=== tile_sequencer ===
$ cat src/rtl/tile_sequencer.sv
// tile_sequencer: top-level tile scheduler for the systolic-array matmul.
// Walks every output submatrix (m outer, n middle, k inner). It runs one
// compute pass per k step. After the last k of each (m,n) tile it launches
// the output-store controller, passing the partial-tile sizes and a running
// write address.
// Optional feature macro: TILE_SEQ_PERF_CNT_EN adds the perf_cycles and
// perf_stores counters.
module tile_sequencer #(
    parameter  int MAX_OUT_ROWS = 128,
    parameter  int MAX_OUT_COLS = 128,
    parameter  int MAX_K_TILES  = 8,
    parameter  int SYS_ARR_ROWS = 16,
    parameter  int SYS_ARR_COLS = 16,
    parameter  int ADDR_WIDTH   = 8,
    localparam int MW = $clog2(MAX_OUT_ROWS / SYS_ARR_ROWS),
    localparam int NW = $clog2(MAX_OUT_COLS / SYS_ARR_COLS),
    localparam int KW = $clog2(MAX_K_TILES),
    localparam int RW = $clog2(SYS_ARR_ROWS),
    localparam int CW = $clog2(SYS_ARR_COLS)
) (
    input  logic                  clk,
    input  logic                  reset,
    input  logic                  start,
    output logic                  busy,
    output logic                  done,
    input  logic [MW-1:0]         cfg_m_tiles,
    input  logic [NW-1:0]         cfg_n_tiles,
    input  logic [KW-1:0]         cfg_k_tiles,
    input  logic [RW-1:0]         cfg_last_rows,
    input  logic [CW-1:0]         cfg_last_cols,
    input  logic                  cfg_activate,
    input  logic [ADDR_WIDTH-1:0] cfg_out_base,
    output logic                  comp_start,
    input  logic                  comp_done,
    output logic [MW-1:0]         comp_submat_row,
    output logic [NW-1:0]         comp_submat_col,
    output logic [KW-1:0]         comp_submat_k,
    output logic                  out_start,
    input  logic                  out_done,
    output logic [MW-1:0]         out_submat_row,
    output logic [NW-1:0]         out_submat_col,
    output logic [RW-1:0]         out_num_rows_read,
    output logic [CW-1:0]         out_num_cols_read,
    output logic                  out_activate,
    output logic                  out_clear_after,
    output logic [ADDR_WIDTH-1:0] out_wr_base_addr
`ifdef TILE_SEQ_PERF_CNT_EN
    ,
    output logic [31:0]           perf_cycles,
    output logic [15:0]           perf_stores
`endif
);

    localparam logic [2:0] S_IDLE       = 3'd0;
    localparam logic [2:0] S_COMP       = 3'd1;
    localparam logic [2:0] S_COMP_WAIT  = 3'd2;
    localparam logic [2:0] S_STORE      = 3'd3;
    localparam logic [2:0] S_STORE_WAIT = 3'd4;
    localparam logic [2:0] S_DONE       = 3'd5;

    logic [2:0]            state, state_next;
    logic [MW-1:0]         m_idx, lat_m;
    logic [NW-1:0]         n_idx, lat_n;
    logic [KW-1:0]         k_idx, lat_k;
    logic [RW-1:0]         lat_rows;
    logic [CW-1:0]         lat_cols;
    logic                  lat_act;
    logic [ADDR_WIDTH-1:0] addr;
    logic                  last_k;
    logic                  last_n;
    logic                  last_m;

    assign last_k = (k_idx == lat_k);
    assign last_n = (n_idx == lat_n);
    assign last_m = (m_idx == lat_m);

    // Next-state decode for the tile walk.
    always_comb begin
        // NOTE: default assignment first so no path leaves state_next unassigned (no latch).
        state_next = state;
        case (state)
            S_IDLE:       if (start) state_next = S_COMP;
            S_COMP:       state_next = S_COMP_WAIT;
            S_COMP_WAIT:  if (comp_done) state_next = last_k ? S_STORE : S_COMP;
            S_STORE:      state_next = S_STORE_WAIT;
            S_STORE_WAIT: if (out_done) state_next = (last_m && last_n) ? S_DONE : S_COMP;
            S_DONE:       state_next = S_IDLE;
            default:      state_next = S_IDLE;
        endcase
    end

    // State, latched job configuration, tile indices and write address.
    always_ff @(posedge clk) begin
        // NOTE: non-blocking assignments so every register samples pre-edge values.
        if (reset) begin
            state    <= S_IDLE;
            m_idx    <= '0;
            n_idx    <= '0;
            k_idx    <= '0;
            lat_m    <= '0;
            lat_n    <= '0;
            lat_k    <= '0;
            lat_rows <= '0;
            lat_cols <= '0;
            lat_act  <= 1'b0;
            addr     <= '0;
        end else begin
            state <= state_next;
            case (state)
                S_IDLE: begin
                    if (start) begin
                        lat_m    <= cfg_m_tiles;
                        lat_n    <= cfg_n_tiles;
                        lat_k    <= cfg_k_tiles;
                        lat_rows <= cfg_last_rows;
                        lat_cols <= cfg_last_cols;
                        lat_act  <= cfg_activate;
                        addr     <= cfg_out_base;
                        m_idx    <= '0;
                        n_idx    <= '0;
                        k_idx    <= '0;
                    end
                end
                S_COMP_WAIT: begin
                    if (comp_done && !last_k) k_idx <= k_idx + KW'(1);
                end
                S_STORE_WAIT: begin
                    if (out_done) begin
                        k_idx <= '0;
                        addr  <= addr + ADDR_WIDTH'(SYS_ARR_ROWS);
                        if (last_n) begin
                            n_idx <= '0;
                            // m wraps back to 0 once the final tile row is stored.
                            m_idx <= last_m ? '0 : m_idx + MW'(1);
                        end else begin
                            n_idx <= n_idx + NW'(1);
                        end
                    end
                end
                default: ;
            endcase
        end
    end

    // Strobes and status decode directly from the registered state.
    assign busy            = (state != S_IDLE);
    assign done            = (state == S_DONE);
    assign comp_start      = (state == S_COMP);
    assign out_start       = (state == S_STORE);
    assign out_clear_after = out_start;

    assign comp_submat_row  = m_idx;
    assign comp_submat_col  = n_idx;
    assign comp_submat_k    = k_idx;
    assign out_submat_row   = m_idx;
    assign out_submat_col   = n_idx;
    assign out_activate     = lat_act;
    assign out_wr_base_addr = addr;

    // Partial tiles only occur in the last tile row / column.
    assign out_num_rows_read = last_m ? lat_rows : RW'(SYS_ARR_ROWS - 1);
    assign out_num_cols_read = last_n ? lat_cols : CW'(SYS_ARR_COLS - 1);

`ifdef TILE_SEQ_PERF_CNT_EN
    // Busy-cycle counter (saturating) and store counter, cleared per job.
    always_ff @(posedge clk) begin
        if (reset) begin
            perf_cycles <= '0;
            perf_stores <= '0;
        end else if (state == S_IDLE && start) begin
            perf_cycles <= '0;
            perf_stores <= '0;
        end else begin
            if (busy && perf_cycles != 32'hFFFF_FFFF) perf_cycles <= perf_cycles + 32'd1;
            if (out_start) perf_stores <= perf_stores + 16'd1;
        end
    end
`endif

endmodule

$ cat config.mk
export PLATFORM = sky130hd
export DESIGN_NAME = tile_sequencer
export DESIGN_NICKNAME = d
export VERILOG_FILES = /design/src/rtl/tile_sequencer.sv
export SDC_FILE = /design/constraint.sdc
export NUM_CORES = 1
export LEC_CHECK = 0
export ABC_AREA = 1
export CAP_MARGIN = 20
export CORE_UTILIZATION = 47
export CTS_BUF_LIST = sky130_fd_sc_hd__clkbuf_4 sky130_fd_sc_hd__clkbuf_8
export DETAILED_ROUTE_END_ITERATION = 12
export GPL_TIMING_DRIVEN = 1
export PLACE_DENSITY_LB_ADDON = 0.08
export SLEW_MARGIN = 25
export SYNTH_ARGS = -nofsm -noshare
export SYNTH_HDL_FRONTEND = slang
export SYNTH_SLANG_ARGS = --single-unit
$ cat constraint.sdc
create_clock -name clk -period 1.4 [get_ports clk]
set_input_delay 0.21 -clock clk [delete_from_list [all_inputs] [get_ports clk]]
set_output_delay 0.21 -clock clk [all_outputs]
set_load 0.02 [all_outputs]
Figure 1. Placement by cell class (tile_sequencer).
Drawn at 8 px/µm.
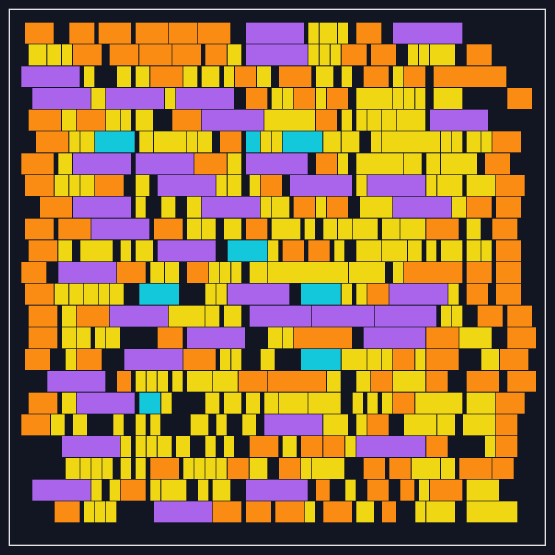
purple -> registers  # cells 38, share of their area 24%
cyan -> clock drivers and dummy loads  # cells 8, share of their area 2.9%
orange -> remaining buffers and delay cells  # cells 116, share of their area 34%
yellow -> remaining logic cells  # cells 227, share of their area 40%

Figure 2. Cells by drive strength (tile_sequencer).
Drawn at 6 px/µm.
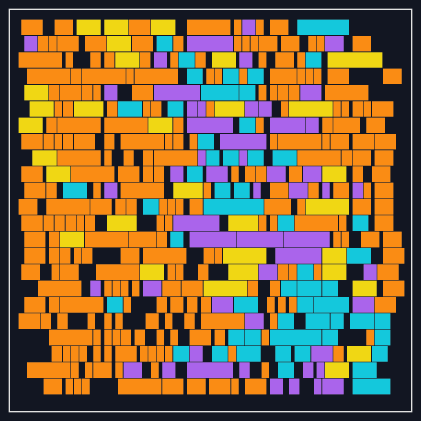
yellow -> x6 and larger  # cells 31, share 8.0%, most used buf_6
cyan -> x3 and x4  # cells 54, share 14%, most used buf_4
purple -> x2  # cells 52, share 13%, most used dfxtp_2
orange -> x1 and smaller  # cells 252, share 65%, most used nand2_1

==> flow_metrics.py <==
# Auto-generated metrics
metrics = {
    "synth": {
        "postSynthSeqShare_pct": 38.5,
        "postSynthAreaPerCell_um2": 7.03,
        "yosysTopAreaCellShare_pct": 38.5,
    },
    "floorplan": {
        "tapcell_count": 50,
        "io-pin-count": 68,
    },
    "pwr": {
        "power_sequential_uw": 1670,
    },
    "timing": {
        "finalSetupViolCount": 12,
        "slew-limit-headroom_pct": 83.3,
        "drv_slew": 0,
        "final.setup.worst_slack_ns": -0.150,
    },
    "placed_design": {
        "dpl_cell_area_um2": 2890,
    },
    "grt": {
        "overflow_left_after_global_routing": 0,
        "grtUsageMet2_pct": 38.1,
        "grt_use_met3_pct": 5.82,
    },
    "cells_and_area": {
        "final_nets": 423,
    },
    "setup_path": {
        "data_arrival_time_of_the_worst_path_ns": 1.34,
        "timing.reg2reg.worst_path_depth": 8,
        "startpoint": "comp_submat_row[2]",
    },
    "outcome": {
        "violations_in_the_final_reports": "setup timing",
        "status": "finished with violations",
    },
    "detailed_routing": {
        "first_pass_iters": 4,
    },
    "cts": {
        "worstSkewPairLatency_ns": 0.29,
        "clkTransAtPathRegs_ns": 0.07,
    },
}
Figure 3. Placement view (tile_sequencer).
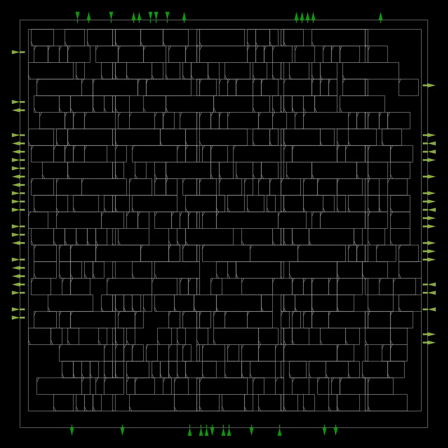
sequential cell count: 38
core utilization of the finished layout: 82.6%
total number of placement rows: 23
placeable core region: 4030 µm²
layout filler cell count: 268


=== m_matrix_key_emu ===
Figure 4. Cells by drive strength (m_matrix_key_emu).
Drawn at 4 px/µm.
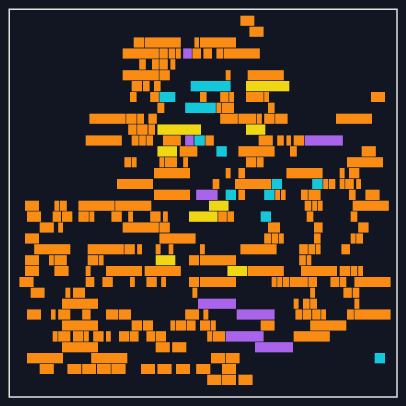
File: src/rtl/m_matrix_key_emu.sv
// Keypad emulator: presents one calculator key on the row returns of a 4x4 matrix-key scanner,
// holding it for HOLD_SCANS complete column scans and then releasing it for REL_SCANS scans.
module m_matrix_key_emu #(
    parameter int HOLD_SCANS  = 3,
    parameter int REL_SCANS   = 2,
    parameter int TIMEOUT_CYC = 1024
) (
    input  logic        clk,
    input  logic        rst,
    input  logic [3:0]  col,
    output logic [3:0]  row,
    input  logic [3:0]  code,
    input  logic        code_valid,
    output logic        code_ready,
    output logic        busy,
    output logic [15:0] key_bmp,
    output logic        done,
    output logic        err
);
    localparam int TW = $clog2(TIMEOUT_CYC);
    localparam logic [7:0]    HOLD_LAST = 8'(HOLD_SCANS);
    localparam logic [7:0]    REL_LAST  = 8'(REL_SCANS - 1);
    localparam logic [TW-1:0] TMO_LAST  = TW'(TIMEOUT_CYC - 1);

    typedef enum logic [1:0] {IDLE, PRESS, RELEASE} state_t;

    state_t        state;
    logic [3:0]    col_q;
    logic [7:0]    scan_cnt;
    logic [TW-1:0] tmo_cnt;
    logic          scan_start;

    // Inverse of the calculator decoder: bitmap bit index is row*4 + column.
    function automatic logic [15:0] code_to_bmp(input logic [3:0] c);
        logic [3:0] idx;
        idx = '0;
        case (c)
            4'h1: idx = 4'd0;
            4'h2: idx = 4'd1;
            4'h3: idx = 4'd2;
            4'hA: idx = 4'd3;
            4'h4: idx = 4'd4;
            4'h5: idx = 4'd5;
            4'h6: idx = 4'd6;
            4'hB: idx = 4'd7;
            4'h7: idx = 4'd8;
            4'h8: idx = 4'd9;
            4'h9: idx = 4'd10;
            4'hC: idx = 4'd11;
            4'hE: idx = 4'd12;
            4'h0: idx = 4'd13;
            4'hF: idx = 4'd14;
            4'hD: idx = 4'd15;
            default: idx = '0;
        endcase
        return 16'h0001 << idx;
    endfunction

    always_comb begin
        row = '1;
        for (int unsigned r = 0; r < 4; r++) begin
            row[r] = ~|(key_bmp[r*4 +: 4] & ~col);
        end
    end

    assign scan_start = (col == 4'b1110) && (col_q != 4'b1110);

    always_ff @(posedge clk or negedge rst) begin
        if (!rst) begin
            state      <= IDLE;
            key_bmp    <= '0;
            code_ready <= 1'b1;
            busy       <= 1'b0;
            done       <= 1'b0;
            err        <= 1'b0;
            col_q      <= '1;
            scan_cnt   <= '0;
            tmo_cnt    <= '0;
        end else begin
            col_q <= col;
            done  <= 1'b0;
            err   <= 1'b0;
            case (state)
                IDLE: begin
                    if (code_valid && code_ready) begin
                        key_bmp    <= code_to_bmp(code);
                        scan_cnt   <= '0;
                        tmo_cnt    <= '0;
                        code_ready <= 1'b0;
                        busy       <= 1'b1;
                        state      <= PRESS;
                    end else begin
                        code_ready <= 1'b1;
                    end
                end
                PRESS, RELEASE: begin
                    // A scan start always beats a simultaneous timeout.
                    if (scan_start) begin
                        tmo_cnt <= '0;
                        if (state == PRESS && scan_cnt == HOLD_LAST) begin
                            key_bmp  <= '0;
                            scan_cnt <= '0;
                            state    <= RELEASE;
                        end else if (state == RELEASE && scan_cnt == REL_LAST) begin
                            done     <= 1'b1;
                            busy     <= 1'b0;
                            scan_cnt <= '0;
                            state    <= IDLE;
                        end else begin
                            scan_cnt <= scan_cnt + 8'd1;
                        end
                    end else if (tmo_cnt == TMO_LAST) begin
                        err      <= 1'b1;
                        key_bmp  <= '0;
                        busy     <= 1'b0;
                        scan_cnt <= '0;
                        tmo_cnt  <= '0;
                        state    <= IDLE;
                    end else begin
                        tmo_cnt <= tmo_cnt + 1'b1;
                    end
                end
                default: state <= IDLE;
            endcase
        end
    end
endmodule

File: config.mk
export PLATFORM = sky130hd
export DESIGN_NAME = m_matrix_key_emu
export DESIGN_NICKNAME = d
export VERILOG_FILES = /design/src/rtl/m_matrix_key_emu.sv
export SDC_FILE = /design/constraint.sdc
export NUM_CORES = 1
export LEC_CHECK = 0
export ABC_CLOCK_PERIOD_IN_PS = 2900
export CORE_UTILIZATION = 25
export CTS_CLUSTER_DIAMETER = 100
export DETAILED_ROUTE_END_ITERATION = 8
export PLACE_DENSITY_LB_ADDON = 0.12
export REMOVE_ABC_BUFFERS = 1
export SLEW_MARGIN = 20
export SYNTH_ARGS = -nofsm -noshare
export SYNTH_HDL_FRONTEND = slang
export SYNTH_SLANG_ARGS = --single-unit
export TNS_END_PERCENT = 50
File: constraint.sdc
create_clock -name clk -period 2.9 [get_ports clk]
set_input_delay 0.435 -clock clk [delete_from_list [all_inputs] [get_ports clk]]
set_output_delay 0.435 -clock clk [all_outputs]
set_load 0.005 [all_outputs]
==> flow_metrics.py <==
# Auto-generated metrics
metrics = {
    "setup_path": {
        "crit_slowest_cell": "sky130_fd_sc_hd__clkdlybuf4s50_1",
        "reg2reg_setup_slack_ns": 0.69,
        "worstSetupEndpoint": "row[0]",
        "crit-reg2reg-capture": "scan_cnt[3]",
        "critical_path.n_buffers_inverters": 3,
        "critical_path_cell_count": 5,
        "max_stage_delay_ns": 0.58,
        "setup.worst_path.end_class": "primary output",
    },
    "cells_and_area": {
        "regMostFlops": "key_bmp",
        "layout.non_clock_buffers": 42,
        "diodes": 0,
        "regArea_um2": 1110,
        "drive_gt1_share_pct": 9.85,
        "area.share.combinational_pct": 36.3,
        "final_util_pct": 33.2,
        "comb_area_um2": 1050,
        "clock_area_share_pct": 4.60,
        "layout.cells.most_common": "sky130_fd_sc_hd__dfrtp_1",
        "finish.cell_count_without_fillers": 382,
        "post-route-cell-area_um2": 2880,
        "largestRegisters": "key_bmp x16, tmo_cnt x10, scan_cnt x8",
    },
    "synth": {
        "netlist_top_cells_count": "sky130_fd_sc_hd__dfrtp_1, sky130_fd_sc_hd__nand2_1, sky130_fd_sc_hd__o31ai_1, sky130_fd_sc_hd__inv_1, sky130_fd_sc_hd__o21ai_0",
        "postSynthAreaPerCell_um2": 9.72,
        "postSynthSeqShare_pct": 49.6,
    },
    "grt": {
        "grt_use_met3_pct": 2.97,
    },
    "timing": {
        "hold_viol": 0,
        "worst_slew_pin_slew_ns": 0.575,
    },
    "pwr": {
        "p_leak_uw": 0.00114,
        "power.share.sequential_pct": 32.9,
    },
    "floorplan": {
        "die.size.y_um": 96.5,
        "io-pin-count": 35,
    },
    "detailed_routing": {
        "wirelength_met1_um": 2810,
        "drcViolationCount": 0,
    },
    "cts": {
        "tritoncts_num_sinks": 44,
    },
    "outcome": {
        "status": "complete, no violations",
    },
}
About Figure 4:
yellow -> x6 and larger  # cells 8, share 2.9%, most used clkbuf_8
orange -> x1 and smaller  # cells 247, share 90%, most used dfrtp_1
purple -> x2  # cells 8, share 2.9%, most used dfstp_2
cyan -> x3 and x4  # cells 11, share 4.0%, most used buf_4


=== ntm_transformer_controller ===
Figure 5. Routed metal per tile (ntm_transformer_controller).
Drawn at 1.5 px/µm. The die is cut into 28 by 28 equal tiles; white is low, dark blue is high, scaled to the fullest tile. Values are wire area over tile area, all layers added.
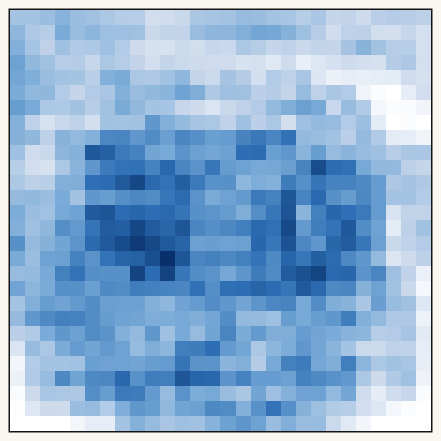
==> src/rtl/ntm_transformer_controller_pkg.sv <==
// Shared types for the transformer accelerator load/run/drain sequencer.
// Holds the FSM state, the load strobe bundle and the watchdog default.
package ntm_transformer_controller_pkg;

  localparam int TIMEOUT_CYCLES_DEF = 1024;

  typedef enum logic [2:0] {
    IDLE,
    LOAD_W,
    LOAD_B,
    LOAD_X,
    START,
    RUN
  } state_t;

  typedef struct packed {
    logic w_l;
    logic w_x;
    logic b;
    logic x;
  } strobe_t;

endpackage

==> src/rtl/ntm_transformer_index_counter.sv <==
// Two-level column/row counter with wrap and end-of-row/end-of-matrix flags.
// Wraps back to zero after the last element, ready for the next phase.
module ntm_transformer_index_counter #(
  parameter int W = 64
) (
  input  logic         clk,
  input  logic         rst,
  input  logic         clr,
  input  logic         step,
  input  logic [W-1:0] cols,
  input  logic [W-1:0] rows,
  output logic         end_row,
  output logic         end_mat
);

  logic [W-1:0] col;
  logic [W-1:0] row;

  assign end_row = (col == cols - W'(1));
  assign end_mat = end_row && (row == rows - W'(1));

  always_ff @(posedge clk or posedge rst) begin
    if (rst) begin
      col <= '0;
      row <= '0;
    end else if (clr) begin
      col <= '0;
      row <= '0;
    end else if (step) begin
      if (end_row) begin
        col <= '0;
        row <= end_mat ? '0 : row + W'(1);
      end else begin
        col <= col + W'(1);
      end
    end
  end

endmodule

==> src/rtl/ntm_transformer_controller.sv <==
// Load/run/drain sequencer for the transformer accelerator (W, B, X, START, H).
// Optional RUN watchdog: define NTM_TRANSFORMER_CONTROLLER_TIMEOUT_EN.
module ntm_transformer_controller
  import ntm_transformer_controller_pkg::*;
#(
  parameter int DATA_SIZE      = 64,
  parameter int TIMEOUT_CYCLES = TIMEOUT_CYCLES_DEF
) (
  input  logic                 CLK,
  input  logic                 RST,
  input  logic                 CTRL_START,
  output logic                 CTRL_BUSY,
  output logic                 CTRL_DONE,
  output logic                 CTRL_ERROR,
  input  logic [DATA_SIZE-1:0] CFG_SIZE_X,
  input  logic [DATA_SIZE-1:0] CFG_SIZE_L,
  input  logic                 SRC_VALID,
  output logic                 SRC_READY,
  input  logic [DATA_SIZE-1:0] SRC_DATA,
  output logic                 DST_VALID,
  output logic [DATA_SIZE-1:0] DST_DATA,
  output logic                 ACC_START,
  input  logic                 ACC_READY,
  output logic                 ACC_W_IN_L_ENABLE,
  output logic                 ACC_W_IN_X_ENABLE,
  output logic                 ACC_B_IN_ENABLE,
  output logic                 ACC_X_IN_ENABLE,
  output logic [DATA_SIZE-1:0] ACC_SIZE_X_IN,
  output logic [DATA_SIZE-1:0] ACC_SIZE_L_IN,
  output logic [DATA_SIZE-1:0] ACC_W_IN,
  output logic [DATA_SIZE-1:0] ACC_B_IN,
  output logic [DATA_SIZE-1:0] ACC_X_IN,
  input  logic                 ACC_H_OUT_ENABLE,
  input  logic [DATA_SIZE-1:0] ACC_H_OUT
);

  localparam logic [DATA_SIZE-1:0] ONE = DATA_SIZE'(1);

  state_t               state;
  strobe_t              stb;
  logic                 busy;
  logic                 done;
  logic                 error;
  logic                 acc_start;
  logic                 rdy_seen;
  logic                 dst_valid;
  logic [DATA_SIZE-1:0] dst_data;
  logic [DATA_SIZE-1:0] opnd;
  logic [DATA_SIZE-1:0] size_x;
  logic [DATA_SIZE-1:0] size_l;
  logic [DATA_SIZE-1:0] h_cnt;

`ifdef NTM_TRANSFORMER_CONTROLLER_TIMEOUT_EN
  localparam logic [31:0] TMO_LAST = 32'(TIMEOUT_CYCLES - 1);
  logic [31:0] tmo;
`endif

  logic                 beat;
  logic                 accept;
  logic                 end_row;
  logic                 end_mat;
  logic [DATA_SIZE-1:0] cnt_cols;
  logic [DATA_SIZE-1:0] cnt_rows;
  logic                 h_take;
  logic                 rdy_next;
  logic [DATA_SIZE-1:0] h_next;
  logic                 finish;

  assign SRC_READY = (state == LOAD_W) || (state == LOAD_B) ||
                     (state == LOAD_X);
  assign beat      = SRC_VALID && SRC_READY;
  assign accept    = (state == IDLE) && CTRL_START &&
                     (CFG_SIZE_X != '0) && (CFG_SIZE_L != '0);

  // Vector phases reuse the matrix counter as a single row.
  always_comb begin
    cnt_cols = size_x;
    cnt_rows = size_l;
    unique case (1'b1)
      (state == LOAD_B): begin
        cnt_cols = size_l;
        cnt_rows = ONE;
      end
      (state == LOAD_X): begin
        cnt_cols = size_x;
        cnt_rows = ONE;
      end
      default: ;
    endcase
  end

  ntm_transformer_index_counter #(
    .W(DATA_SIZE)
  ) u_idx (
    .clk     (CLK),
    .rst     (RST),
    .clr     (accept),
    .step    (beat),
    .cols    (cnt_cols),
    .rows    (cnt_rows),
    .end_row (end_row),
    .end_mat (end_mat)
  );

  // Completion looks at this cycle's READY and beat so a coincident
  // final beat finishes on the very next cycle.
  assign h_take   = ACC_H_OUT_ENABLE && (h_cnt < size_l);
  assign rdy_next = rdy_seen || ACC_READY;
  assign h_next   = h_cnt + DATA_SIZE'(h_take);
  assign finish   = rdy_next && (h_next == size_l);

  always_ff @(posedge CLK or posedge RST) begin
    if (RST) begin
      state     <= IDLE;
      stb       <= '0;
      busy      <= 1'b0;
      done      <= 1'b0;
      error     <= 1'b0;
      acc_start <= 1'b0;
      rdy_seen  <= 1'b0;
      dst_valid <= 1'b0;
      dst_data  <= '0;
      opnd      <= '0;
      size_x    <= '0;
      size_l    <= '0;
      h_cnt     <= '0;
`ifdef NTM_TRANSFORMER_CONTROLLER_TIMEOUT_EN
      tmo       <= '0;
`endif
    end else begin
      stb       <= '0;
      done      <= 1'b0;
      error     <= 1'b0;
      acc_start <= 1'b0;
      dst_valid <= 1'b0;
      unique case (state)
        IDLE: begin
          if (accept) begin
            size_x   <= CFG_SIZE_X;
            size_l   <= CFG_SIZE_L;
            h_cnt    <= '0;
            rdy_seen <= 1'b0;
            busy     <= 1'b1;
            state    <= LOAD_W;
          end else if (CTRL_START) begin
            error <= 1'b1;
          end
        end
        LOAD_W: begin
          if (beat) begin
            opnd    <= SRC_DATA;
            stb.w_x <= 1'b1;
            stb.w_l <= end_row;
            if (end_mat) state <= LOAD_B;
          end
        end
        LOAD_B: begin
          if (beat) begin
            opnd  <= SRC_DATA;
            stb.b <= 1'b1;
            if (end_mat) state <= LOAD_X;
          end
        end
        LOAD_X: begin
          if (beat) begin
            opnd  <= SRC_DATA;
            stb.x <= 1'b1;
            if (end_mat) state <= START;
          end
        end
        START: begin
          acc_start <= 1'b1;
          h_cnt     <= '0;
          rdy_seen  <= 1'b0;
`ifdef NTM_TRANSFORMER_CONTROLLER_TIMEOUT_EN
          tmo       <= '0;
`endif
          state     <= RUN;
        end
        RUN: begin
          rdy_seen <= rdy_next;
          if (h_take) begin
            dst_valid <= 1'b1;
            dst_data  <= ACC_H_OUT;
            h_cnt     <= h_next;
          end
          if (finish) begin
            done  <= 1'b1;
            busy  <= 1'b0;
            state <= IDLE;
          end
`ifdef NTM_TRANSFORMER_CONTROLLER_TIMEOUT_EN
          else if (ACC_H_OUT_ENABLE) begin
            tmo <= '0;
          end else if (tmo == TMO_LAST) begin
            error <= 1'b1;
            busy  <= 1'b0;
            state <= IDLE;
          end else begin
            tmo <= tmo + 32'd1;
          end
`endif
        end
        default: state <= IDLE;
      endcase
    end
  end

  assign CTRL_BUSY         = busy;
  assign CTRL_DONE         = done;
  assign CTRL_ERROR        = error;
  assign DST_VALID         = dst_valid;
  assign DST_DATA          = dst_data;
  assign ACC_START         = acc_start;
  assign ACC_W_IN_L_ENABLE = stb.w_l;
  assign ACC_W_IN_X_ENABLE = stb.w_x;
  assign ACC_B_IN_ENABLE   = stb.b;
  assign ACC_X_IN_ENABLE   = stb.x;
  assign ACC_SIZE_X_IN     = size_x;
  assign ACC_SIZE_L_IN     = size_l;
  assign ACC_W_IN          = opnd;
  assign ACC_B_IN          = opnd;
  assign ACC_X_IN          = opnd;

endmodule

==> config.mk <==
export PLATFORM = sky130hd
export DESIGN_NAME = ntm_transformer_controller
export DESIGN_NICKNAME = d
export VERILOG_FILES = /design/src/rtl/ntm_transformer_controller_pkg.sv /design/src/rtl/ntm_transformer_index_counter.sv /design/src/rtl/ntm_transformer_controller.sv
export SDC_FILE = /design/constraint.sdc
export NUM_CORES = 2
export LEC_CHECK = 0
export ABC_AREA = 0
export CAP_MARGIN = 40
export CORE_UTILIZATION = 44
export DETAILED_ROUTE_END_ITERATION = 16
export PLACE_DENSITY = 0.68
export SYNTH_ARGS = -nofsm -noshare
export SYNTH_HDL_FRONTEND = slang
export SYNTH_SLANG_ARGS = --single-unit
==> constraint.sdc <==
create_clock -name CLK -period 18.4 [get_ports CLK]
set_input_delay 1.84 -clock CLK [delete_from_list [all_inputs] [get_ports CLK]]
set_output_delay 1.84 -clock CLK [all_outputs]
set_load 0.05 [all_outputs]
==> flow_metrics.py <==
# Auto-generated metrics
metrics = {
    "outcome": {
        "status": "complete, no violations",
    },
    "timing": {
        "worst_hold_slack_ns": 0.509,
        "period_minus_slack_ns": 8.16,
        "hold_viol": 0,
        "grt_setup_unrepaired": "false",
    },
    "floorplan": {
        "die-area_um2": 78800,
        "tapcell_count": 1030,
    },
    "setup_path": {
        "critPathMaxFanout": 14,
        "worstReg2RegStart": "ACC_SIZE_L_IN[2]",
        "ws_path_type": "register to register",
        "start_kind": "register",
        "crit_slowest_cell": "sky130_fd_sc_hd__nor3_1",
    },
    "synth": {
        "synth-edff-count": 0,
        "postSynthNetCount": 4496,
        "postSynthAreaPerCell_um2": 8.20,
        "yosys-mux-area-fraction_pct": 5.90,
    },
    "cts": {
        "cts_root_buffer": "sky130_fd_sc_hd__clkbuf_16",
        "worstSkewPairLatency_ns": 0.67,
        "tritoncts.num_buffers": 55,
        "cts_htree_levels": 2,
    },
    "cells_and_area": {
        "clock_area_share_pct": 4.28,
        "seq_cells": 461,
        "clockBufferCount": 80,
        "regArea_um2": 11500,
        "layout.cells.most_common": "sky130_fd_sc_hd__clkdlybuf4s50_1",
    },
    "detailed_routing": {
        "wl_met2_um": 69700,
    },
    "pwr": {
        "power_frac_clock_pct": 44.3,
    },
}
## Picture notes: Figure 5
fullest tile = 0.81
tiles over half the peak = 43%
mean over tiles = 0.37


=== byte_pair_sequencer ===
Figure 6. Placement view (byte_pair_sequencer).
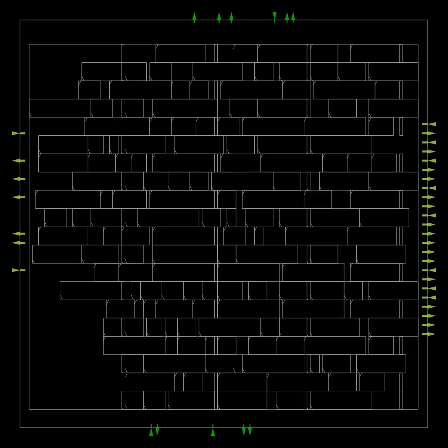
Figure 7. Cells by drive strength (byte_pair_sequencer).
Drawn at 6 px/µm.
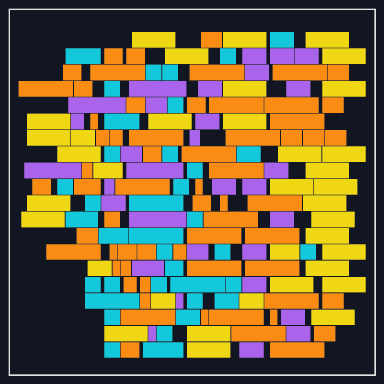
--- src/rtl/byte_pair_sequencer.sv ---
// byte_pair_sequencer: pairs an incoming byte stream into N-bit words and drives the
// data, load strobes and clear of a downstream split-half load register. The word is
// held (word_valid) until the consumer acknowledges it. In atomic mode both halves are
// written in the same cycle so the register never shows a mixed old/new word.
module byte_pair_sequencer #(
    parameter int unsigned N        = 16,
    parameter bit          HI_FIRST = 1'b1,
    parameter bit          ATOMIC   = 1'b0,
    parameter int unsigned CW       = 8
) (
    input  logic             clk,
    input  logic             clear_n,
    input  logic [N/2-1:0]   byte_in,
    input  logic             byte_valid,
    output logic             byte_ready,
    input  logic             flush,
    input  logic             word_ack,
    output logic [N/2-1:0]   inh,
    output logic [N/2-1:0]   inl,
    output logic             loadh,
    output logic             loadl,
    output logic             reg_clear,
    output logic             word_valid,
    output logic [CW-1:0]    word_count
);

    typedef enum logic [1:0] {
        StEmpty,
        StHalf,
        StCommit,
        StFull
    } state_e;

    state_e state;
    logic   accept;

    // Ready only while collecting bytes; held low during reset and while flushing.
    always_comb begin
        byte_ready = clear_n & ~flush & ((state == StEmpty) | (state == StHalf));
        accept     = byte_valid & byte_ready;
        word_valid = (state == StFull);
    end

    // Sequencer: state, captured bytes, one-cycle strobes, clear pulse and word counter.
    always_ff @(posedge clk or negedge clear_n) begin
        if (!clear_n) begin
            state      <= StEmpty;
            inh        <= '0;
            inl        <= '0;
            loadh      <= 1'b0;
            loadl      <= 1'b0;
            reg_clear  <= 1'b0;
            word_count <= '0;
        end else begin
            // Strobes are single-cycle pulses unless re-armed below.
            loadh     <= 1'b0;
            loadl     <= 1'b0;
            reg_clear <= flush;
            if (flush) begin
                // Flush drops any partial or held word; the counter is untouched.
                state <= StEmpty;
            end else begin
                case (state)
                    StEmpty: begin
                        if (accept) begin
                            state <= StHalf;
                            if (HI_FIRST) begin
                                inh   <= byte_in;
                                loadh <= ~ATOMIC;
                            end else begin
                                inl   <= byte_in;
                                loadl <= ~ATOMIC;
                            end
                        end
                    end
                    StHalf: begin
                        if (accept) begin
                            state <= StCommit;
                            // Atomic mode also re-strobes the first half, written together.
                            if (HI_FIRST) begin
                                inl   <= byte_in;
                                loadl <= 1'b1;
                                loadh <= ATOMIC;
                            end else begin
                                inh   <= byte_in;
                                loadh <= 1'b1;
                                loadl <= ATOMIC;
                            end
                        end
                    end
                    StCommit: begin
                        state <= StFull;
                    end
                    StFull: begin
                        if (word_ack) begin
                            word_count <= word_count + CW'(1);
                            state      <= StEmpty;
                        end
                    end
                    default: begin
                        state <= StEmpty;
                    end
                endcase
            end
        end
    end

    // Both strobes together only make sense for an atomic commit.
    a_strobe_pair: assert property (@(posedge clk) disable iff (!clear_n)
        (loadh && loadl) |-> ATOMIC);

    // A clear cycle never carries a load.
    a_clear_excl: assert property (@(posedge clk) disable iff (!clear_n)
        reg_clear |-> (!loadh && !loadl));

endmodule

--- config.mk ---
export PLATFORM = sky130hd
export DESIGN_NAME = byte_pair_sequencer
export DESIGN_NICKNAME = d
export VERILOG_FILES = /design/src/rtl/byte_pair_sequencer.sv
export SDC_FILE = /design/constraint.sdc
export NUM_CORES = 1
export LEC_CHECK = 0
export CORE_UTILIZATION = 36
export DETAILED_ROUTE_END_ITERATION = 8
export HOLD_SLACK_MARGIN = 0.08
export PLACE_DENSITY = 0.75
export RECOVER_POWER = 25
export SLEW_MARGIN = 10
export SYNTH_ARGS = -nofsm -noshare
export SYNTH_HDL_FRONTEND = slang
export SYNTH_SLANG_ARGS = --single-unit
--- constraint.sdc ---
create_clock -name clk -period 1.7 [get_ports clk]
set_clock_uncertainty 0.2 [all_clocks]
set_input_delay 0.51 -clock clk [delete_from_list [all_inputs] [get_ports clk]]
set_output_delay 0.51 -clock clk [all_outputs]
set_load 0.05 [all_outputs]
==> flow_metrics.py <==
# Auto-generated metrics
metrics = {
    "outcome": {
        "status": "finished with violations",
        "violations_in_the_final_reports": "setup timing",
    },
    "cells_and_area": {
        "layout.cells.most_common": "sky130_fd_sc_hd__buf_12",
        "nonClockInverterCount": 6,
        "diodes": 0,
        "clock_area_share_pct": 2.90,
        "final_util_pct": 76.5,
        "largestRegisters": "inh x8, inl x8, word_count x8",
        "final_layout_top_logic_cells": "sky130_fd_sc_hd__buf_12, sky130_fd_sc_hd__dfrtp_1, sky130_fd_sc_hd__buf_4",
        "drive_gt1_share_pct": 62.7,
        "regArea_um2": 732,
    },
    "pwr": {
        "vdd_drop_max_uv": 899,
        "netSwitchingPower_uw": 1770,
        "power.switching_fraction_pct": 41.4,
        "power_per_cell_area_nw_per_um2": 1770,
        "power.share.sequential_pct": 28.2,
    },
    "setup_path": {
        "cp_cell_instances": "inv_2 > ha_4 > o21bai_4 > nor2_4 > buf_12",
        "critical_path.n_buffers_inverters": 2,
        "data_arrival_time_of_the_worst_path_ns": 1.35,
        "critPathMaxFanout": 3,
    },
    "grt": {
        "first_global_vias": 1090,
        "grt_first_pass_wirelength_um": 5040,
        "grt_max_degree": 27,
    },
    "timing": {
        "final.setup.worst_slack_ns": -0.361,
        "hold_viol": 0,
        "grt_setup_unrepaired": "true",
        "final_min_period_over_clock_period_pct": 121,
        "worst_slew_pin_slew_ns": 0.640,
        "finalSetupViolCount": 10,
    },
    "cts": {
        "tritoncts": "built",
        "post-cts-setup-buffers": 8,
    },
    "synth": {
        "mappedNetlistArea_um2": 1240,
        "yosysWarningCount": 0,
        "post_synth_fa_ha_maj_area_fraction_pct": 5.04,
        "post_synth_main_logic_family": "multiplexers",
    },
    "detailed_routing": {
        "drcViolationCount": 0,
        "wirelength_met1_um": 1200,
        "top_layer_used": "met4",
        "final_antenna_net_count": 0,
    },
    "placed_design": {
        "port_buffers": 41,
    },
    "floorplan": {
        "io-pin-count": 42,
    },
}
## Picture notes: Figure 6
total number of placement rows: 20
sequential share of cell area: 30.3%
layout filler cell count: 189
sequential cell count: 29

## Picture notes: Figure 7
cyan -> x3 and x4  # cells 37, share 22%, most used buf_4
purple -> x2  # cells 31, share 19%, most used mux2_2
orange -> x1 and smaller  # cells 62, share 37%, most used dfrtp_1
yellow -> x6 and larger  # cells 36, share 22%, most used buf_12


=== sdram_port_arbiter ===
Figure 8. Cells by drive strength (sdram_port_arbiter).
Drawn at 2 px/µm.
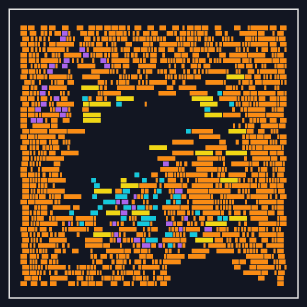
Figure 9. Placement view (sdram_port_arbiter).
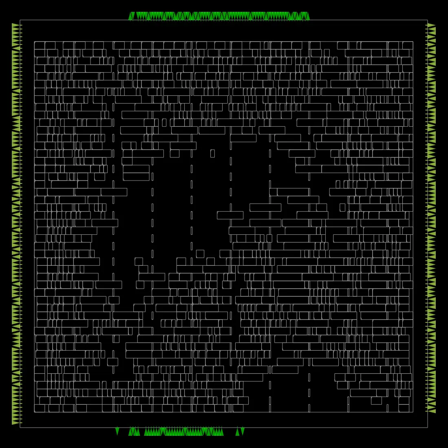
Figure 10. M3 wires (sdram_port_arbiter).
Drawn at 2 px/µm.
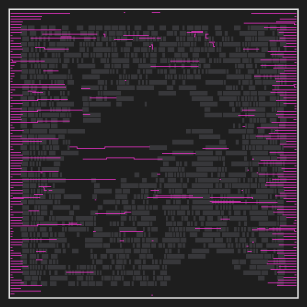
<file path="config.mk">
export PLATFORM = sky130hd
export DESIGN_NAME = sdram_port_arbiter
export DESIGN_NICKNAME = d
export VERILOG_FILES = /design/src/rtl/sdram_port_arbiter_pkg.sv /design/src/rtl/sdram_arb_id_fifo.sv /design/src/rtl/sdram_port_arbiter.sv
export SDC_FILE = /design/constraint.sdc
export NUM_CORES = 1
export LEC_CHECK = 0
export ABC_AREA = 1
export ABC_CLOCK_PERIOD_IN_PS = 4300
export CORE_MARGIN = 5
export CORE_UTILIZATION = 39
export DETAILED_ROUTE_END_ITERATION = 16
export MAX_ROUTING_LAYER = met4
export PLACE_DENSITY = 0.89
export SYNTH_ARGS = -nofsm -noshare
export SYNTH_HDL_FRONTEND = slang
export SYNTH_HIERARCHICAL = 1
export SYNTH_SLANG_ARGS = --single-unit
</file>
<file path="constraint.sdc">
create_clock -name clk -period 4.3 [get_ports clk]
set_clock_uncertainty 0.2 [all_clocks]
set_input_delay 0.645 -clock clk [delete_from_list [all_inputs] [get_ports clk]]
set_output_delay 0.645 -clock clk [all_outputs]
set_load 0.01 [all_outputs]
</file>
<file path="src/rtl/sdram_port_arbiter_pkg.sv">
// Shared types for the SDRAM port arbiter slice.
//   mem_addr_t / mem_data_t : memory port address (25b) and data (32b)
//   mem_req_t               : one request slot {we, addr, wdata}
//   arb_state_e             : request slot state {IDLE, ISSUE}
//   id_width()              : bits needed to name one of n requesters
package sdram_port_arbiter_pkg;

  localparam int ADDR_W = 25;
  localparam int DATA_W = 32;

  typedef logic [ADDR_W-1:0] mem_addr_t;
  typedef logic [DATA_W-1:0] mem_data_t;

  typedef struct packed {
    logic      we;
    mem_addr_t addr;
    mem_data_t wdata;
  } mem_req_t;

  typedef enum logic {
    IDLE  = 1'b0,
    ISSUE = 1'b1
  } arb_state_e;

  // A single requester still needs a one-bit ID so vectors stay non-empty.
  function automatic int id_width(input int n);
    return (n > 1) ? $clog2(n) : 1;
  endfunction

endpackage

</file>
<file path="src/rtl/sdram_arb_id_fifo.sv">
// Synchronous FIFO of requester IDs for reads in flight at the memory port.
// Ports:
//   clk, rst  : clock, asynchronous active-high reset (FIFO emptied)
//   push      : enqueue push_id (accepted when not full, or when a pop frees a slot)
//   push_id   : requester ID of the read being issued
//   pop       : dequeue the head (ignored while empty)
//   head_id   : ID at the head, valid while !empty
//   full      : DEPTH entries held
//   empty     : no entries held
module sdram_arb_id_fifo #(
  parameter int WIDTH = 2,
  parameter int DEPTH = 8
) (
  input  logic             clk,
  input  logic             rst,
  input  logic             push,
  input  logic [WIDTH-1:0] push_id,
  input  logic             pop,
  output logic [WIDTH-1:0] head_id,
  output logic             full,
  output logic             empty
);

  localparam int PTR_W = (DEPTH > 1) ? $clog2(DEPTH) : 1;
  localparam int CNT_W = PTR_W + 1;

  logic [WIDTH-1:0] id_mem [DEPTH];
  logic [PTR_W-1:0] wr_ptr_reg;
  logic [PTR_W-1:0] rd_ptr_reg;
  logic [CNT_W-1:0] count_reg;
  logic             do_push;
  logic             do_pop;

  assign full    = (count_reg == CNT_W'(DEPTH));
  assign empty   = (count_reg == '0);
  assign do_pop  = pop & ~empty;
  // A pop in the same cycle frees the slot the push needs.
  assign do_push = push & (~full | do_pop);

  // The head is read combinationally: the response strobe is registered
  // from it in the very cycle the memory returns data.
  assign head_id = id_mem[rd_ptr_reg];

  always_ff @(posedge clk) begin
    if (do_push) begin
      id_mem[wr_ptr_reg] <= push_id;
    end
  end

  // DEPTH is a power of two, so the pointers wrap naturally.
  always_ff @(posedge clk or posedge rst) begin
    if (rst) begin
      wr_ptr_reg <= '0;
      rd_ptr_reg <= '0;
      count_reg  <= '0;
    end else begin
      if (do_push) begin
        wr_ptr_reg <= wr_ptr_reg + PTR_W'(1);
      end
      if (do_pop) begin
        rd_ptr_reg <= rd_ptr_reg + PTR_W'(1);
      end
      case ({do_push, do_pop})
        2'b10:   count_reg <= count_reg + CNT_W'(1);
        2'b01:   count_reg <= count_reg - CNT_W'(1);
        default: count_reg <= count_reg;
      endcase
    end
  end

endmodule

</file>
<file path="src/rtl/sdram_port_arbiter.sv">
// Shares one SDRAM-width memory port (25b addr, 32b data) between NUM_REQ
// requesters. Requester 0 is the scene loader (writes); the rest read.
// Round-robin grant into a registered request slot; read data returns in
// issue order and is steered back to the issuer via an ID FIFO.
//
// Build option: define SDRAM_ARB_LOADER_PRIO_EN to give requester 0 absolute
// priority whenever it is eligible (round-robin then runs over 1..NUM_REQ-1);
// without it, plain round-robin over all requesters.
//
// Ports:
//   clk, rst       : clock, asynchronous active-high reset
//   req_valid      : per-requester request valid
//   req_ready      : one-hot grant, request taken when valid & ready
//   req_we         : per-requester 1 = write, 0 = read
//   req_addr       : packed addresses, requester i at [25*i +: 25]
//   req_wdata      : packed write data, requester i at [32*i +: 32]
//   rsp_valid      : one-hot read-data strobe to the issuing requester
//   rsp_data       : read data shared by all requesters
//   mem_valid/ready, mem_we, mem_addr, mem_wdata : request to memory controller
//   mem_rsp_valid, mem_rsp_data : read return, strictly in issue order
module sdram_port_arbiter
  import sdram_port_arbiter_pkg::*;
#(
  parameter int NUM_REQ   = 3,
  parameter int MAX_OUTST = 8
) (
  input  logic                      clk,
  input  logic                      rst,
  input  logic [NUM_REQ-1:0]        req_valid,
  output logic [NUM_REQ-1:0]        req_ready,
  input  logic [NUM_REQ-1:0]        req_we,
  input  logic [NUM_REQ*ADDR_W-1:0] req_addr,
  input  logic [NUM_REQ*DATA_W-1:0] req_wdata,
  output logic [NUM_REQ-1:0]        rsp_valid,
  output logic [DATA_W-1:0]         rsp_data,
  output logic                      mem_valid,
  input  logic                      mem_ready,
  output logic                      mem_we,
  output logic [ADDR_W-1:0]         mem_addr,
  output logic [DATA_W-1:0]         mem_wdata,
  input  logic                      mem_rsp_valid,
  input  logic [DATA_W-1:0]         mem_rsp_data
);

  localparam int IDX_W = id_width(NUM_REQ);

`ifdef SDRAM_ARB_LOADER_PRIO_EN
  // Round-robin candidates exclude the loader, which is handled first.
  localparam logic [NUM_REQ-1:0] RR_MASK = {{(NUM_REQ-1){1'b1}}, 1'b0};
`endif

  arb_state_e         state_reg, state_next;
  logic [IDX_W-1:0]   ptr_reg, ptr_next;
  mem_req_t           slot_reg, slot_next;
  logic [NUM_REQ-1:0] rsp_valid_reg, rsp_valid_next;
  mem_data_t          rsp_data_reg, rsp_data_next;

  mem_req_t           req_sel [NUM_REQ];
  logic [NUM_REQ-1:0] elig;
  logic               slot_free;
  logic               pick_found;
  logic [IDX_W-1:0]   pick_idx;
  logic               grant_valid;
  logic [NUM_REQ-1:0] grant_oh;

  logic               fifo_push;
  logic               fifo_pop;
  logic               fifo_full;
  logic               fifo_empty;
  logic               fifo_can_push;
  logic [IDX_W-1:0]   fifo_head;

  // First candidate at or after 'start', wrapping at NUM_REQ.
  // Returns {found, index}.
  function automatic logic [IDX_W:0] rr_pick(input logic [NUM_REQ-1:0] cand,
                                             input logic [IDX_W-1:0]   start);
    logic             found;
    logic [IDX_W-1:0] idx;
    int               pos;
    found = 1'b0;
    idx   = '0;
    for (int k = 0; k < NUM_REQ; k++) begin
      pos = int'(start) + k;
      if (pos >= NUM_REQ) begin
        pos = pos - NUM_REQ;
      end
      if (!found && cand[pos]) begin
        found = 1'b1;
        idx   = IDX_W'(pos);
      end
    end
    return {found, idx};
  endfunction

  // A read may be issued if the FIFO has room now, or a response pops
  // an entry in this same cycle. Writes never touch the FIFO.
  assign fifo_pop      = mem_rsp_valid & ~fifo_empty;
  assign fifo_can_push = ~fifo_full | fifo_pop;

  for (genvar gi = 0; gi < NUM_REQ; gi++) begin : g_req
    assign req_sel[gi] = {req_we[gi],
                          req_addr[ADDR_W*gi +: ADDR_W],
                          req_wdata[DATA_W*gi +: DATA_W]};
    assign elig[gi]    = req_valid[gi] & (req_we[gi] | fifo_can_push);
    assign rsp_valid_next[gi] = fifo_pop && (fifo_head == IDX_W'(gi));
  end

  assign rsp_data_next = fifo_pop ? mem_rsp_data : rsp_data_reg;

  always_comb begin
    state_next = state_reg;
    ptr_next   = ptr_reg;
    slot_next  = slot_reg;
    grant_oh   = '0;
    fifo_push  = 1'b0;
    // The slot can take a new request if empty, or if its occupant
    // is being accepted by the controller this cycle.
    slot_free  = (state_reg == IDLE) || mem_ready;
`ifdef SDRAM_ARB_LOADER_PRIO_EN
    if (elig[0]) begin
      {pick_found, pick_idx} = {1'b1, IDX_W'(0)};
    end else begin
      {pick_found, pick_idx} = rr_pick(elig & RR_MASK, ptr_reg);
    end
`else
    {pick_found, pick_idx} = rr_pick(elig, ptr_reg);
`endif
    // No grant may escape while reset is held (reset is asynchronous).
    grant_valid = slot_free && pick_found && !rst;
    if (grant_valid) begin
      grant_oh[pick_idx] = 1'b1;
      slot_next          = req_sel[pick_idx];
      fifo_push          = !req_sel[pick_idx].we;
      state_next         = ISSUE;
      ptr_next           = (pick_idx == IDX_W'(NUM_REQ - 1)) ? '0 : pick_idx + IDX_W'(1);
    end else if (slot_free) begin
      state_next = IDLE;
    end
  end

  always_ff @(posedge clk or posedge rst) begin
    if (rst) begin
      state_reg     <= IDLE;
      ptr_reg       <= '0;
      slot_reg      <= '0;
      rsp_valid_reg <= '0;
      rsp_data_reg  <= '0;
    end else begin
      state_reg     <= state_next;
      ptr_reg       <= ptr_next;
      slot_reg      <= slot_next;
      rsp_valid_reg <= rsp_valid_next;
      rsp_data_reg  <= rsp_data_next;
    end
  end

  sdram_arb_id_fifo #(
    .WIDTH (IDX_W),
    .DEPTH (MAX_OUTST)
  ) u_id_fifo (
    .clk     (clk),
    .rst     (rst),
    .push    (fifo_push),
    .push_id (pick_idx),
    .pop     (fifo_pop),
    .head_id (fifo_head),
    .full    (fifo_full),
    .empty   (fifo_empty)
  );

  assign req_ready = grant_oh;
  assign rsp_valid = rsp_valid_reg;
  assign rsp_data  = rsp_data_reg;
  assign mem_valid = (state_reg == ISSUE);
  assign mem_we    = slot_reg.we;
  assign mem_addr  = slot_reg.addr;
  assign mem_wdata = slot_reg.wdata;

  // Read data with nothing in flight is a controller protocol error;
  // it is dropped above (no pop, no strobe) and flagged here.
  a_rsp_has_owner: assert property (@(posedge clk) disable iff (rst)
    !(mem_rsp_valid && fifo_empty));

endmodule
</file>
==> flow_metrics.py <==
# Auto-generated metrics
metrics = {
    "setup_path": {
        "timing.critical_path.max_delay_family": "simple AND/OR/NAND/NOR gates",
    },
    "min_path": {
        "worst_hold_path.num_cells": 2,
    },
    "synth": {
        "async_flop_share_pct": 86.9,
        "post-synth-top-area-cell": "sky130_fd_sc_hd__dfrtp_1",
        "yosysWarningCount": 6,
    },
    "grt": {
        "grtUsageMet2_pct": 38.0,
    },
    "cells_and_area": {
        "comb_area_um2": 3080,
        "layout.cells.most_common": "sky130_fd_sc_hd__nand2_1",
    },
    "pwr": {
        "netSwitchingPower_uw": 3610,
        "power.internal_uw": 4540,
    },
    "placed_design": {
        "gpl.final_weighted_congestion": 0.890,
    },
    "run": {
        "max_cap_violations": 0,
    },
    "timing": {
        "hold_viol": 0,
    },
    "outcome": {
        "status": "complete, no violations",
    },
    "cts": {
        "cts_htree_levels": 4,
        "clkTransAtPathRegs_ns": 0.06,
    },
    "detailed_routing": {
        "vias": 7039,
        "detail_route.vias_per_cell": 4.86,
    },
}
About Figure 8:
cyan -> x3 and x4  # cells 38, share 3.1%, most used buf_4
orange -> x1 and smaller  # cells 1123, share 92%, most used nand2_1
purple -> x2  # cells 39, share 3.2%, most used a21oi_2
yellow -> x6 and larger  # cells 24, share 2.0%, most used clkbuf_16

About Figure 9:
tapcell count: 225
sequential cell count: 122
total number of placement rows: 48
sequential share of cell area: 29.1%

About Figure 10:
main direction = horizontal
wire length on this layer = 2350 µm
longest straight run = 52.2 µm
share of all routed wire = 10%



## Gallery

Placement by cell class.
Plate I
Drawn at 1.5 px/µm.
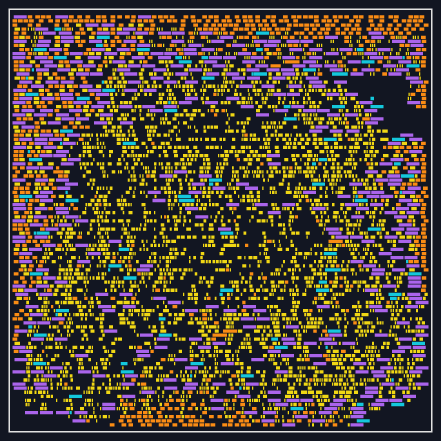
Plate II
Drawn at 4 px/µm.
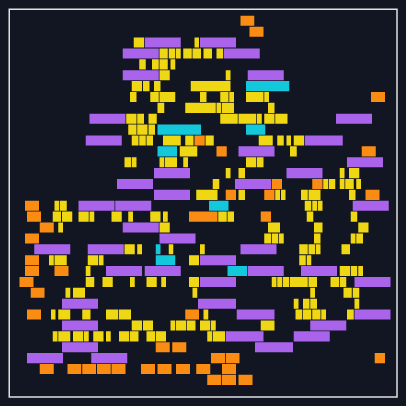
Plate III
Drawn at 3 px/µm.
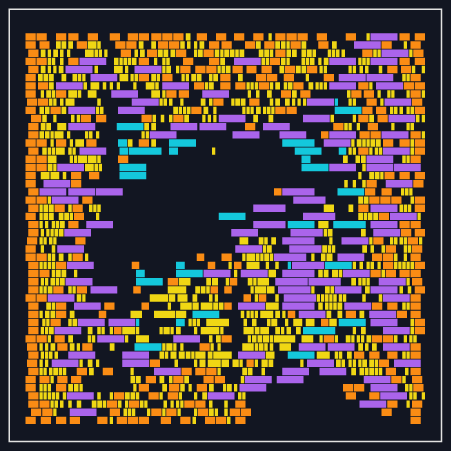
Plate IV
Drawn at 8 px/µm.
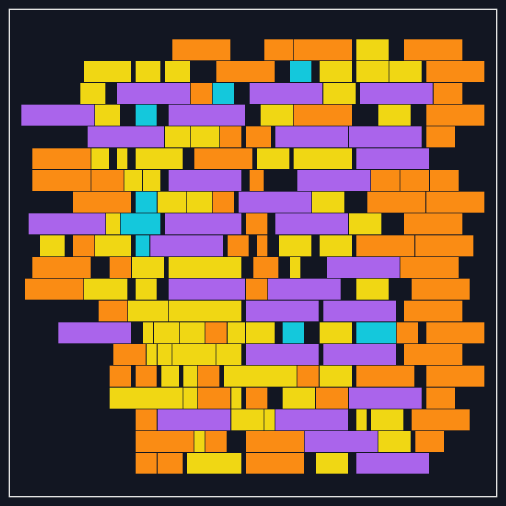
- lowest utilization: Plate II
- most sequential cells: Plate I
Plate II -> m_matrix_key_emu
Plate III -> sdram_port_arbiter
Plate IV -> byte_pair_sequencer
Plate I -> ntm_transformer_controller

Power is estimated from default activity; no workload was simulated.
